######## sbentsrc_health_pack ########
### Sequential cells grouped by signal name, sbentsrc_health_pack

Bar = 20 um. Other sequential cells in the stronger grey, the rest of the logic in the fainter grey.
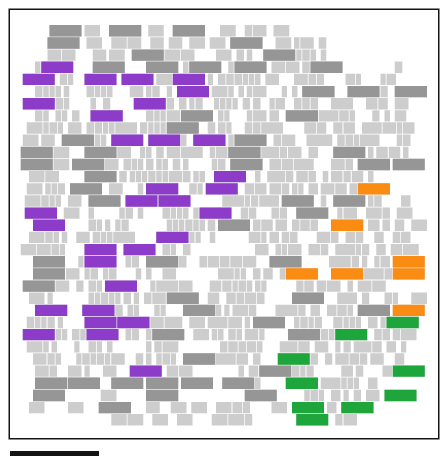

--- config.mk ---
export PLATFORM = sky130hd
export DESIGN_NAME = sbentsrc_health_pack
export DESIGN_NICKNAME = d
export VERILOG_FILES = /design/src/rtl/sbentsrc_health_pack.sv
export SDC_FILE = /design/constraint.sdc
export NUM_CORES = 1
export LEC_CHECK = 0
export CAP_MARGIN = 15
export CORE_MARGIN = 2
export CORE_UTILIZATION = 60
export DETAILED_ROUTE_END_ITERATION = 16
export GPL_TIMING_DRIVEN = 1
export PLACE_DENSITY_LB_ADDON = 0.2
export SLEW_MARGIN = 20
export SYNTH_ARGS = -nofsm -noshare
export SYNTH_HDL_FRONTEND = slang
export SYNTH_SLANG_ARGS = --single-unit
--- constraint.sdc ---
create_clock -name i_clk -period 6.1 [get_ports i_clk]
set_clock_uncertainty 0.15 [all_clocks]
set_input_delay 1.83 -clock i_clk [delete_from_list [all_inputs] [get_ports i_clk]]
set_output_delay 1.83 -clock i_clk [all_outputs]
set_load 0.05 [all_outputs]
--- src/rtl/sbentsrc_health_pack.sv ---
// Continuous RCT/APT health tests on raw entropy samples, packing passing samples
// into OUT_WIDTH-bit words on a valid/ready output with a latched alarm.
module sbentsrc_health_pack #(
    parameter int RNG_WIDTH       = 4,
    parameter int OUT_WIDTH       = 32,
    parameter int STARTUP_SAMPLES = 256,
    parameter int RCT_CUTOFF      = 8,
    parameter int APT_WINDOW      = 64,
    parameter int APT_CUTOFF      = 20
) (
    input  logic                 i_clk,
    input  logic                 i_reset,
    input  logic [RNG_WIDTH-1:0] i_rnd,
    input  logic                 i_rnd_valid,
    input  logic                 i_clr_alarm,
    output logic [OUT_WIDTH-1:0] o_data,
    output logic                 o_valid,
    input  logic                 i_ready,
    output logic                 o_alarm,
    output logic                 o_rct_fail,
    output logic                 o_apt_fail,
    output logic                 o_drop
);
    localparam int NWORD = OUT_WIDTH / RNG_WIDTH;
    localparam int SW    = $clog2(STARTUP_SAMPLES + 1);
    localparam int RW    = $clog2(RCT_CUTOFF + 1);
    localparam int AW    = $clog2(APT_CUTOFF + 1);
    localparam int PW    = $clog2(APT_WINDOW + 1);
    localparam int FW    = $clog2(NWORD + 1);

    typedef enum logic [1:0] {ST_STARTUP, ST_RUN, ST_ALARM} state_t;

    state_t                            state;
    logic [SW-1:0]                     start_cnt;
    logic [RNG_WIDTH-1:0]              prev;
    logic [RNG_WIDTH-1:0]              apt_ref;
    logic [RW-1:0]                     rct_cnt;
    logic [AW-1:0]                     apt_cnt;
    logic [PW-1:0]                     apt_pos;
    logic [NWORD-1:0][RNG_WIDTH-1:0]   pack;
    logic [FW-1:0]                     fill;

    logic                              sample, rct_hit, apt_hit, apt_first, fail;
    logic [RW-1:0]                     rct_next;
    logic [AW-1:0]                     apt_next;
    logic [PW-1:0]                     pos_next;

    logic                              out_free, moved, drop_n, valid_n;
    logic [FW-1:0]                     fill_n;
    logic [NWORD-1:0][RNG_WIDTH-1:0]   pack_n;
    logic [OUT_WIDTH-1:0]              data_n;

    // Health-test evaluation of the sample presented this cycle.
    always_comb begin
        sample    = i_rnd_valid && (state != ST_ALARM);
        apt_first = (apt_pos == '0);
        rct_next  = RW'(1);
        if (rct_cnt != '0 && i_rnd == prev)
            rct_next = (rct_cnt == RW'(RCT_CUTOFF)) ? rct_cnt : rct_cnt + RW'(1);
        rct_hit   = (rct_next == RW'(RCT_CUTOFF));
        apt_next  = apt_cnt;
        if (apt_first)
            apt_next = AW'(1);
        else if (i_rnd == apt_ref && apt_cnt != AW'(APT_CUTOFF))
            apt_next = apt_cnt + AW'(1);
        apt_hit   = (apt_first || i_rnd == apt_ref) && (apt_next == AW'(APT_CUTOFF));
        pos_next  = (apt_pos == PW'(APT_WINDOW - 1)) ? '0 : apt_pos + PW'(1);
        fail      = sample && (rct_hit || apt_hit);
    end

    // Packing: a full buffer parks while the output register is held; it moves
    // out on the accepting cycle so the next sample can start a fresh word.
    always_comb begin
        out_free = !o_valid || i_ready;
        moved    = 1'b0;
        drop_n   = 1'b0;
        fill_n   = fill;
        pack_n   = pack;
        data_n   = o_data;
        valid_n  = o_valid && !i_ready;
        if (fill == FW'(NWORD) && out_free) begin
            data_n  = pack;
            valid_n = 1'b1;
            fill_n  = '0;
            moved   = 1'b1;
        end
        if (sample) begin
            if (fill_n == FW'(NWORD)) begin
                drop_n = 1'b1;
            end else begin
                pack_n = {i_rnd, pack[NWORD-1:1]};
                if (fill_n == FW'(NWORD - 1) && out_free && !moved) begin
                    data_n  = {i_rnd, pack[NWORD-1:1]};
                    valid_n = 1'b1;
                    fill_n  = '0;
                end else begin
                    fill_n = fill_n + FW'(1);
                end
            end
        end
    end

    always_ff @(posedge i_clk) begin
        if (i_reset) begin
            state      <= ST_STARTUP;
            start_cnt  <= '0;
            prev       <= '0;
            apt_ref    <= '0;
            rct_cnt    <= '0;
            apt_cnt    <= '0;
            apt_pos    <= '0;
            pack       <= '0;
            fill       <= '0;
            o_data     <= '0;
            o_valid    <= 1'b0;
            o_alarm    <= 1'b0;
            o_rct_fail <= 1'b0;
            o_apt_fail <= 1'b0;
            o_drop     <= 1'b0;
        end else begin
            o_drop <= 1'b0;
            case (state)
                ST_ALARM: begin
                    if (i_clr_alarm) begin
                        state      <= ST_STARTUP;
                        start_cnt  <= '0;
                        rct_cnt    <= '0;
                        apt_cnt    <= '0;
                        apt_pos    <= '0;
                        fill       <= '0;
                        o_alarm    <= 1'b0;
                        o_rct_fail <= 1'b0;
                        o_apt_fail <= 1'b0;
                    end
                end
                default: begin
                    if (fail) begin
                        state      <= ST_ALARM;
                        o_alarm    <= 1'b1;
                        o_rct_fail <= rct_hit;
                        o_apt_fail <= apt_hit;
                        o_valid    <= 1'b0;
                        fill       <= '0;
                    end else begin
                        if (sample) begin
                            prev    <= i_rnd;
                            rct_cnt <= rct_next;
                            apt_cnt <= apt_next;
                            apt_pos <= pos_next;
                            if (apt_first)
                                apt_ref <= i_rnd;
                        end
                        if (state == ST_STARTUP) begin
                            if (sample) begin
                                if (start_cnt == SW'(STARTUP_SAMPLES - 1)) begin
                                    state     <= ST_RUN;
                                    start_cnt <= SW'(STARTUP_SAMPLES);
                                end else begin
                                    start_cnt <= start_cnt + SW'(1);
                                end
                            end
                        end else begin
                            pack    <= pack_n;
                            fill    <= fill_n;
                            o_data  <= data_n;
                            o_valid <= valid_n;
                            o_drop  <= drop_n;
                        end
                    end
                end
            endcase
        end
    end
endmodule

######## mux_arbiter_flat ########
`src/rtl/mux_arbiter_if.sv`:
```
// Handshake bundle between the two requesters, the arbiter and the downstream consumer.
interface mux_arbiter_if #(
    parameter int unsigned WIDTH = 32
);
    logic             a_valid;
    logic [WIDTH-1:0] a_data;
    logic             a_ready;
    logic             b_valid;
    logic [WIDTH-1:0] b_data;
    logic             b_ready;
    logic             out_valid;
    logic [WIDTH-1:0] out_data;
    logic             out_ready;
    logic             select;
    logic             busy;

    modport master (
        output a_valid, a_data, b_valid, b_data, out_ready,
        input  a_ready, b_ready, out_valid, out_data, select, busy
    );

    modport slave (
        input  a_valid, a_data, b_valid, b_data, out_ready,
        output a_ready, b_ready, out_valid, out_data, select, busy
    );
endinterface

```
`src/rtl/mux_arbiter.sv`:
```
// Two-requester round-robin burst arbiter driving a 2:1 data mux into one registered output slot.
// Define MUX_ARBITER_FIXED_PRIORITY_EN to give requester A fixed priority.
module mux_arbiter #(
    parameter int unsigned WIDTH     = 32,
    parameter int unsigned MAX_BURST = 4
) (
    input logic          clk,
    input logic          rst,
    mux_arbiter_if.slave bus
);
    localparam logic [1:0] StIdle   = 2'd0;
    localparam logic [1:0] StGrantA = 2'd1;
    localparam logic [1:0] StGrantB = 2'd2;
    localparam logic [3:0] LastBeat = 4'(MAX_BURST - 1);

    logic [1:0]       state_q, state_d;
    logic [3:0]       cnt_q, cnt_d;
    logic             last_a_q, last_a_d;
    logic             select_q, select_d;
    logic             out_valid_q, out_valid_d;
    logic [WIDTH-1:0] out_data_q, out_data_d;

    logic             slot_free, a_rdy, b_rdy, accept, cur_valid, rel_grant;
    logic [WIDTH-1:0] mux_data;

    always_comb begin
        slot_free = !out_valid_q || bus.out_ready;
        a_rdy     = (state_q == StGrantA) && slot_free;
        b_rdy     = (state_q == StGrantB) && slot_free;
        accept    = (a_rdy && bus.a_valid) || (b_rdy && bus.b_valid);
        mux_data  = select_q ? bus.a_data : bus.b_data;
        cur_valid = (state_q == StGrantA) ? bus.a_valid : bus.b_valid;
        rel_grant = !cur_valid || (accept && (cnt_q == LastBeat));
    end

    always_comb begin
        state_d  = state_q;
        cnt_d    = cnt_q;
        last_a_d = last_a_q;
        select_d = select_q;
        case (state_q)
            StIdle: begin
                // last_a_q low means B went last, so A takes a tie
                if (bus.a_valid && (!bus.b_valid || !last_a_q)) begin
                    state_d = StGrantA;
                end else if (bus.b_valid) begin
                    state_d = StGrantB;
                end
            end
            StGrantA, StGrantB: begin
                if (rel_grant) begin
                    cnt_d = '0;
`ifdef MUX_ARBITER_FIXED_PRIORITY_EN
                    last_a_d = 1'b0;
                    if (bus.a_valid) begin
                        state_d = StGrantA;
                    end else if (bus.b_valid) begin
                        state_d = StGrantB;
                    end else begin
                        state_d = StIdle;
                    end
`else
                    last_a_d = (state_q == StGrantA);
                    if ((state_q == StGrantA) ? bus.b_valid : bus.a_valid) begin
                        state_d = (state_q == StGrantA) ? StGrantB : StGrantA;
                    end else if (cur_valid) begin
                        state_d = state_q;
                    end else begin
                        state_d = StIdle;
                    end
`endif
                end else if (accept) begin
                    cnt_d = cnt_q + 4'd1;
                end
            end
            default: begin
                state_d = StIdle;
                cnt_d   = '0;
            end
        endcase
        if (state_d == StGrantA) begin
            select_d = 1'b1;
        end else if (state_d == StGrantB) begin
            select_d = 1'b0;
        end
    end

    always_comb begin
        out_valid_d = out_valid_q;
        out_data_d  = out_data_q;
        if (accept) begin
            out_valid_d = 1'b1;
            out_data_d  = mux_data;
        end else if (bus.out_ready) begin
            out_valid_d = 1'b0;
        end
    end

    always_ff @(posedge clk) begin
        if (rst) begin
            state_q     <= StIdle;
            cnt_q       <= '0;
            last_a_q    <= 1'b0;
            select_q    <= 1'b0;
            out_valid_q <= 1'b0;
            out_data_q  <= '0;
        end else begin
            state_q     <= state_d;
            cnt_q       <= cnt_d;
            last_a_q    <= last_a_d;
            select_q    <= select_d;
            out_valid_q <= out_valid_d;
            out_data_q  <= out_data_d;
        end
    end

    assign bus.a_ready   = a_rdy;
    assign bus.b_ready   = b_rdy;
    assign bus.out_valid = out_valid_q;
    assign bus.out_data  = out_data_q;
    assign bus.select    = select_q;
    assign bus.busy      = (state_q != StIdle);
endmodule
```
`src/flat_wrapper.sv`:
```
// flat-port wrapper written by rule: the top's interface ports become plain ports
module mux_arbiter_flat 
#(
    parameter int unsigned WIDTH     = 32,
    parameter int unsigned MAX_BURST = 4
)
  (clk, rst, bus_a_valid, bus_a_data, bus_b_valid, bus_b_data, bus_out_ready, bus_a_ready, bus_b_ready, bus_out_valid, bus_out_data, bus_select, bus_busy);
  mux_arbiter_if #(.WIDTH(WIDTH)) bus_i ();
  input logic clk;
  input logic rst;
  input wire logic [$bits(bus_i.a_valid)-1:0] bus_a_valid;
  input wire logic [$bits(bus_i.a_data)-1:0] bus_a_data;
  input wire logic [$bits(bus_i.b_valid)-1:0] bus_b_valid;
  input wire logic [$bits(bus_i.b_data)-1:0] bus_b_data;
  input wire logic [$bits(bus_i.out_ready)-1:0] bus_out_ready;
  output wire logic [$bits(bus_i.a_ready)-1:0] bus_a_ready;
  output wire logic [$bits(bus_i.b_ready)-1:0] bus_b_ready;
  output wire logic [$bits(bus_i.out_valid)-1:0] bus_out_valid;
  output wire logic [$bits(bus_i.out_data)-1:0] bus_out_data;
  output wire logic [$bits(bus_i.select)-1:0] bus_select;
  output wire logic [$bits(bus_i.busy)-1:0] bus_busy;
  assign bus_i.a_valid = bus_a_valid;
  assign bus_i.a_data = bus_a_data;
  assign bus_i.b_valid = bus_b_valid;
  assign bus_i.b_data = bus_b_data;
  assign bus_i.out_ready = bus_out_ready;
  assign bus_a_ready = bus_i.a_ready;
  assign bus_b_ready = bus_i.b_ready;
  assign bus_out_valid = bus_i.out_valid;
  assign bus_out_data = bus_i.out_data;
  assign bus_select = bus_i.select;
  assign bus_busy = bus_i.busy;
  mux_arbiter #(.WIDTH(WIDTH), .MAX_BURST(MAX_BURST)) u_core (.clk(clk), .rst(rst), .bus(bus_i));
endmodule
```
`config.mk`:
```
export PLATFORM = sky130hd
export DESIGN_NAME = mux_arbiter_flat
export DESIGN_NICKNAME = d
export VERILOG_FILES = /design/src/rtl/mux_arbiter_if.sv /design/src/rtl/mux_arbiter.sv /design/src/flat_wrapper.sv
export SDC_FILE = /design/constraint.sdc
export NUM_CORES = 1
export LEC_CHECK = 0
export ABC_AREA = 1
export CORE_UTILIZATION = 36
export CTS_CLUSTER_DIAMETER = 150
export DETAILED_ROUTE_END_ITERATION = 8
export GPL_TIMING_DRIVEN = 1
export PLACE_DENSITY = 0.88
export SYNTH_ARGS = -nofsm -noshare
export SYNTH_HDL_FRONTEND = slang
export SYNTH_SLANG_ARGS = --single-unit
```
`constraint.sdc`:
```
create_clock -name clk -period 1.8 [get_ports clk]
set_input_delay 0.54 -clock clk [delete_from_list [all_inputs] [get_ports clk]]
set_output_delay 0.54 -clock clk [all_outputs]
set_load 0.02 [all_outputs]
```
######## it_seq_ctrl ########
==> src/rtl/it_seq_ctrl.sv <==
// ============================================================================
// it_seq_ctrl -- Thumb-2 IT (If-Then) block sequencer
//
// Tracks the 8-bit ITSTATE register across an IT block. It loads ITSTATE from
// a legal IT instruction, advances it once for each instruction issued inside
// the block, and evaluates the condition of the current slot against the
// APSR flags. The result tells the pipeline whether to execute the current
// instruction or to demote it to a NOP.
//
// Optional feature (compile-time macro IT_SEQ_CTRL_ERR_EN):
//   defined   -> an illegal IT raises it_err for one cycle, and err_cnt
//                counts these events, saturating at 8'hFF.
//   undefined -> it_err and err_cnt are tied to 0 and no counter register is
//                built. An illegal IT is still demoted (hint_or_exc = 0).
//
// Ports
//   clk              in   1  core clock, rising edge
//   rst_n            in   1  asynchronous active-low reset
//   inst_valid       in   1  an instruction issues this cycle
//   inst             in  32  issued instruction (16-bit encodings in [31:16])
//   apsr             in   5  flags {N,Z,C,V,Q} at [4:0]
//   flush            in   1  branch/exception entry, discards the IT block
//   itstate_wr       in   1  restore ITSTATE (exception return)
//   itstate_wr_data  in   8  ITSTATE value to restore
//   itstate          out  8  current ITSTATE, IT[7:0]
//   in_it_blk        out  1  IT[3:0] != 0
//   cur_cond         out  4  IT[7:4] inside a block, else 4'b1110 (AL)
//   hint_or_exc      out  1  1 = execute, 0 = demote to NOP
//   it_remain        out  3  slots left including the current one, 0 outside
//   it_err           out  1  illegal IT seen this cycle
//   err_cnt          out  8  saturating illegal-IT count
// ============================================================================
module it_seq_ctrl (
    input  logic        clk,
    input  logic        rst_n,
    input  logic        inst_valid,
    input  logic [31:0] inst,
    input  logic [4:0]  apsr,
    input  logic        flush,
    input  logic        itstate_wr,
    input  logic [7:0]  itstate_wr_data,
    output logic [7:0]  itstate,
    output logic        in_it_blk,
    output logic [3:0]  cur_cond,
    output logic        hint_or_exc,
    output logic [2:0]  it_remain,
    output logic        it_err,
    output logic [7:0]  err_cnt
);

    // ------------------------------------------------------------------------
    // State encoding. The state is implied by ITSTATE: a non-zero mask field
    // means that a block is in progress. The ITSTATE register is therefore
    // the only state element, and the enum is decoded from it.
    // ------------------------------------------------------------------------
    typedef enum logic {
        ST_IDLE  = 1'b0,
        ST_BLOCK = 1'b1
    } state_t;

    localparam logic [3:0] COND_AL = 4'b1110;
    localparam logic [3:0] COND_NV = 4'b1111;

    logic [7:0] itstate_reg;
    logic [7:0] itstate_next;
    state_t     state;

    // Instruction decode
    logic       is_it;
    logic [3:0] it_firstcond;
    logic [3:0] it_mask;
    logic       it_issue;
    logic       it_illegal;
    logic       it_load;

    // ITSTATE value after one in-block instruction
    logic [7:0] itstate_adv;

    // The low halfword and the Q flag play no part in IT sequencing.
    logic       unused_bits;
    assign unused_bits = ^{inst[15:0], apsr[0]};

    // ------------------------------------------------------------------------
    // Condition evaluation. f = {N,Z,C,V,Q}.
    // ------------------------------------------------------------------------
    function automatic logic cond_pass(input logic [3:0] c, input logic [4:0] f);
        logic n_f;
        logic z_f;
        logic c_f;
        logic v_f;
        logic pass;
        n_f  = f[4];
        z_f  = f[3];
        c_f  = f[2];
        v_f  = f[1];
        pass = 1'b1;
        case (c)
            4'b0000: pass = z_f;                         // EQ
            4'b0001: pass = !z_f;                        // NE
            4'b0010: pass = c_f;                         // CS
            4'b0011: pass = !c_f;                        // CC
            4'b0100: pass = n_f;                         // MI
            4'b0101: pass = !n_f;                        // PL
            4'b0110: pass = v_f;                         // VS
            4'b0111: pass = !v_f;                        // VC
            4'b1000: pass = c_f && !z_f;                 // HI
            4'b1001: pass = !c_f || z_f;                 // LS
            4'b1010: pass = (n_f == v_f);                // GE
            4'b1011: pass = (n_f != v_f);                // LT
            4'b1100: pass = !z_f && (n_f == v_f);        // GT
            4'b1101: pass = z_f || (n_f != v_f);         // LE
            default: pass = 1'b1;                        // AL / 1111
        endcase
        return pass;
    endfunction

    // ------------------------------------------------------------------------
    // Decode
    // ------------------------------------------------------------------------
    // IT is 0xBF with a non-zero mask. A zero mask in this encoding space is
    // a hint instruction (NOP, YIELD, ...), so it is treated as ordinary.
    assign it_firstcond = inst[23:20];
    assign it_mask      = inst[19:16];
    assign is_it        = (inst[31:24] == 8'hBF) && (it_mask != 4'h0);
    assign it_issue     = inst_valid && is_it;

    assign state = (itstate_reg[3:0] != 4'h0) ? ST_BLOCK : ST_IDLE;

    // An IT inside a block is unpredictable, and so is firstcond = 1111.
    // Both are demoted and flagged.
    assign it_illegal = it_issue && ((state == ST_BLOCK) || (it_firstcond == COND_NV));
    assign it_load    = it_issue && !it_illegal && (state == ST_IDLE);

    // The last slot is reached when the bits below the terminating 1 are
    // exhausted (IT[2:0] == 0). Otherwise IT[4:0] shifts left, which moves
    // the next mask bit into the condition LSB while IT[7:5] stay fixed.
    assign itstate_adv = (itstate_reg[2:0] == 3'b000) ? 8'h00
                       : {itstate_reg[7:5], itstate_reg[3:0], 1'b0};

    // ------------------------------------------------------------------------
    // State register
    // ------------------------------------------------------------------------
    always_ff @(posedge clk or negedge rst_n) begin
        if (!rst_n) begin
            itstate_reg <= 8'h00;
        end else begin
            itstate_reg <= itstate_next;
        end
    end

    // ------------------------------------------------------------------------
    // Next-state logic: flush > restore > IT load > advance
    // ------------------------------------------------------------------------
    always_comb begin
        itstate_next = itstate_reg;
        if (flush) begin
            itstate_next = 8'h00;
        end else if (itstate_wr) begin
            itstate_next = itstate_wr_data;
        end else if (inst_valid) begin
            case (state)
                ST_IDLE: begin
                    // An illegal IT in IDLE (firstcond = 1111) leaves
                    // ITSTATE untouched.
                    if (it_load) begin
                        itstate_next = {it_firstcond, it_mask};
                    end
                end
                ST_BLOCK: begin
                    // Every issued instruction, including an illegal nested
                    // IT, consumes one slot.
                    itstate_next = itstate_adv;
                end
                default: itstate_next = itstate_reg;
            endcase
        end
    end

    // ------------------------------------------------------------------------
    // Outputs
    // ------------------------------------------------------------------------
    assign itstate   = itstate_reg;
    assign in_it_blk = (state == ST_BLOCK);
    assign cur_cond  = in_it_blk ? itstate_reg[7:4] : COND_AL;

    // Outside a block cur_cond is AL, so an IT issued from IDLE executes.
    assign hint_or_exc = cond_pass(cur_cond, apsr) && !it_illegal;

    // The position of the lowest set mask bit gives the slots remaining.
    always_comb begin
        it_remain = 3'd0;
        casez (itstate_reg[3:0])
            4'b???1: it_remain = 3'd4;
            4'b??10: it_remain = 3'd3;
            4'b?100: it_remain = 3'd2;
            4'b1000: it_remain = 3'd1;
            default: it_remain = 3'd0;
        endcase
    end

    // ------------------------------------------------------------------------
    // Illegal-IT reporting
    // ------------------------------------------------------------------------
`ifdef IT_SEQ_CTRL_ERR_EN
    logic [7:0] err_cnt_reg;

    always_ff @(posedge clk or negedge rst_n) begin
        if (!rst_n) begin
            err_cnt_reg <= 8'h00;
        end else if (it_illegal && (err_cnt_reg != 8'hFF)) begin
            err_cnt_reg <= err_cnt_reg + 8'd1;
        end
    end

    assign it_err  = it_illegal;
    assign err_cnt = err_cnt_reg;
`else
    assign it_err  = 1'b0;
    assign err_cnt = 8'h00;
`endif

endmodule

==> config.mk <==
export PLATFORM = sky130hd
export DESIGN_NAME = it_seq_ctrl
export DESIGN_NICKNAME = d
export VERILOG_FILES = /design/src/rtl/it_seq_ctrl.sv
export SDC_FILE = /design/constraint.sdc
export NUM_CORES = 1
export LEC_CHECK = 0
export CORE_MARGIN = 3
export CORE_UTILIZATION = 33
export CTS_CLUSTER_DIAMETER = 120
export CTS_CLUSTER_SIZE = 14
export DETAILED_ROUTE_END_ITERATION = 7
export GPL_TIMING_DRIVEN = 0
export MAX_ROUTING_LAYER = met4
export PLACE_DENSITY = 0.86
export SYNTH_ARGS = -nofsm -noshare
export SYNTH_HDL_FRONTEND = slang
export SYNTH_SLANG_ARGS = --single-unit
export TNS_END_PERCENT = 10
==> constraint.sdc <==
create_clock -name clk -period 3.9 [get_ports clk]
set_input_delay 0.975 -clock clk [delete_from_list [all_inputs] [get_ports clk]]
set_output_delay 0.975 -clock clk [all_outputs]
set_load 0.01 [all_outputs]

## Gallery

Metal layers overlaid.
Bar = 20 um.
(a)
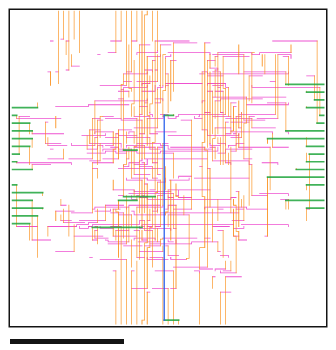
(b)
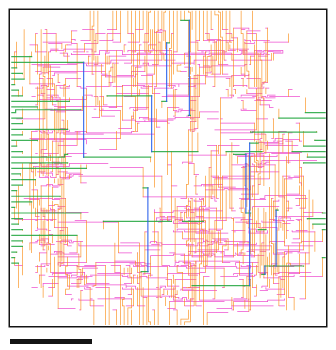
(c)
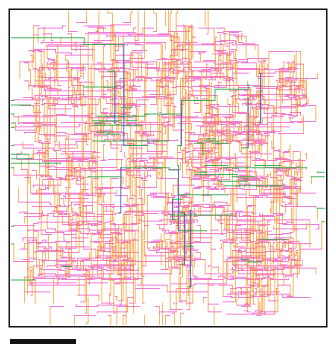
(c) -> sbentsrc_health_pack
(b) -> mux_arbiter_flat
(a) -> it_seq_ctrl
The one with the most wire is (c).
The one with the least wire is (a).

### Routing congestion, mux_arbiter_flat

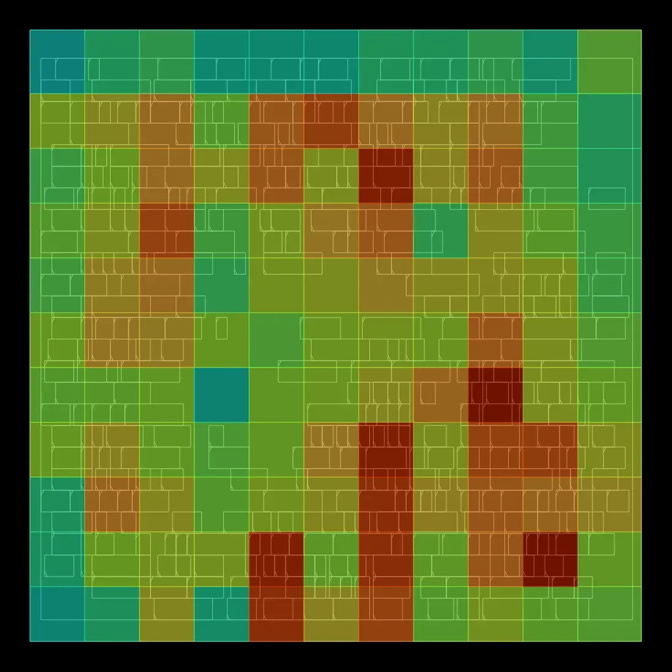
met1 usage: 0.215
wire per inst: 13.1 um

==> results.json, mux_arbiter_flat <==
{
  "ys_sh_xor": 0.00865,
  "ir_drop_mv": 0.439,
  "wl_mm": 6.09,
  "seq_power_w": 0.00113,
  "outcome": "complete, no violations",
  "cts_resized": 33,
  "crit_start": "u_core.state_q[1]",
  "hold_depth": 2,
  "biggestCellCategory": "buffers",
  "synth-adder-area-share": 0.0371,
  "largest_reg_flops": 32,
  "met3WireLength_um": 400,
  "seq_share": 0.233,
  "drc": 0,
  "ant_nets": 0,
  "clk_path_buf_depth": 2
}
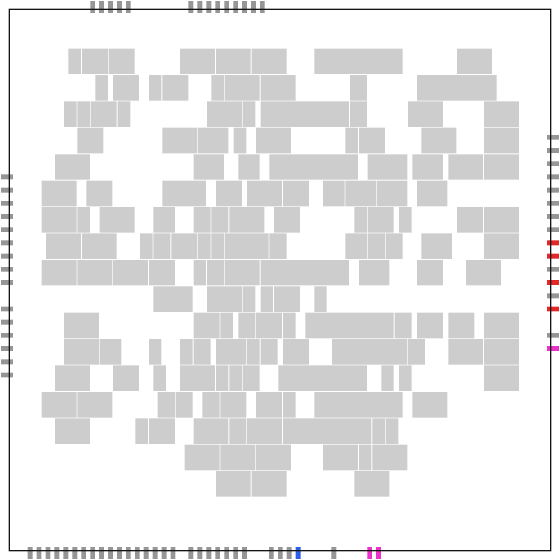
*Pin placement, it_seq_ctrl*
Pins as bars across the die edge, other pins in grey.
legend:
  `it_remain`:
    colour: magenta
    pins: 3
    direction: output
    edge: 2 south, 1 east
  `cur_cond`:
    colour: red
    pins: 4
    direction: output
    edge: east
  `clk`:
    colour: blue
    pins: 1
    direction: input
    edge: south
Buffers on Ports: 49
Die H: 55.6 um
Die Width: 55.6 um

==> results.json, it_seq_ctrl <==
{
  "regArea_um2": 200,
  "avgSynthCellArea_um2": 8.04,
  "period_needed_ps": 3670,
  "worstSkewPairLatency_ps": 250,
  "fin_hold_ws_ps": 655,
  "rsz0062_at_grt": "no",
  "hold_depth": 2,
  "syn_inst": 101,
  "p_sw_w": 0.000123,
  "crit_start": "apsr[4]",
  "outcome": "complete, no violations",
  "syn_to_final_growth_pct": 71.0,
  "use_met3": 0.0186,
  "wl_met2_mm": 1.34,
  "met2_usage": 0.294,
  "reg2reg_from": "itstate[3]",
  "cp-endpoint": "hint_or_exc"
}
### Routing congestion, sbentsrc_health_pack

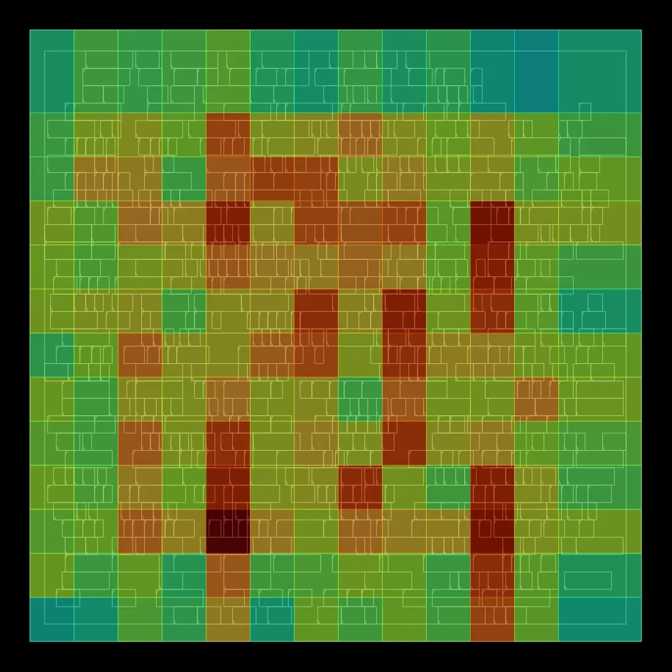
all-layer global routing usage: 0.254
wire per inst: 14.8 um
met1 usage: 0.321
grt met3 use: 0.0509
met2 usage: 0.433

Notes on 'Sequential cells grouped by signal name' of sbentsrc_health_pack above:
legend:
  `start_cnt`:
    colour: green
    placed_flops: 9
    where: south-east
  `apt_pos`:
    colour: orange
    placed_flops: 7
  `pack`:
    colour: purple
    placed_flops: 32
Util after Layout: 0.691
FF/Latch Area: 2160 um^2
P_seq: 0.000718 W

==> results.json, sbentsrc_health_pack <==
{
  "seq_cells": 108,
  "die_w_um": 95.8,
  "compound_area_frac": 0.234,
  "hold_buffers": 0,
  "ios": 46,
  "worst_path_dominant_cell_family": "AND-OR/OR-AND gates",
  "outcome": "complete, no violations",
  "grt_max_degree": 63,
  "finalNetCount": 680,
  "synth-adder-area-share": 0.0248,
  "maxCapViolations": 0,
  "cp_slowest_cell": "a22oi_1",
  "slowest_delay_ps": 800,
  "ys_sh_mux": 0,
  "drt_iter0_markers": 209,
  "worst_pin_slew_ps": 1060
}


==> screenshots <==
Wiring heat map.
picture 1
Bar = 20 um. 19 x 19 tiles, from dark blue (low) to red (high), scaled to the fullest tile. Values are wire area over tile area, all layers added.
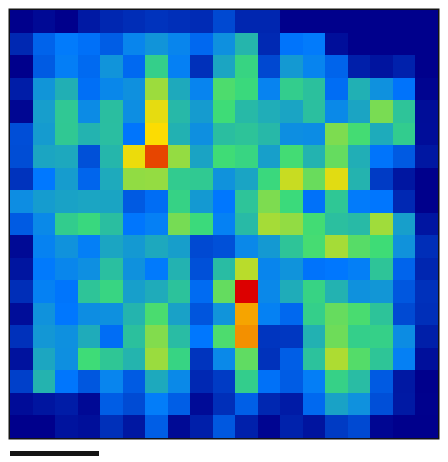
picture 2
Bar = 20 um. 11 x 11 tiles, from dark blue (low) to red (high), scaled to the fullest tile. Values are wire area over tile area, all layers added.
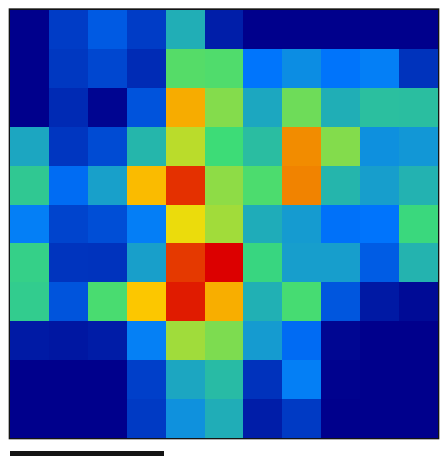
picture 3
Bar = 20 um. 15 x 15 tiles, from dark blue (low) to red (high), scaled to the fullest tile. Values are wire area over tile area, all layers added.
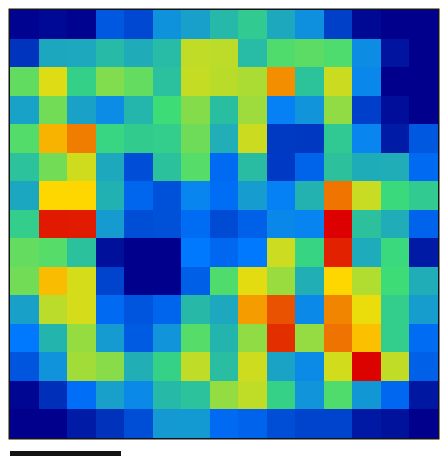
For sbentsrc_health_pack, see picture 1.
For mux_arbiter_flat, see picture 3.
For it_seq_ctrl, see picture 2.
- smallest die: picture 2

No activity file was given, so power comes from the tool's default toggle rates.
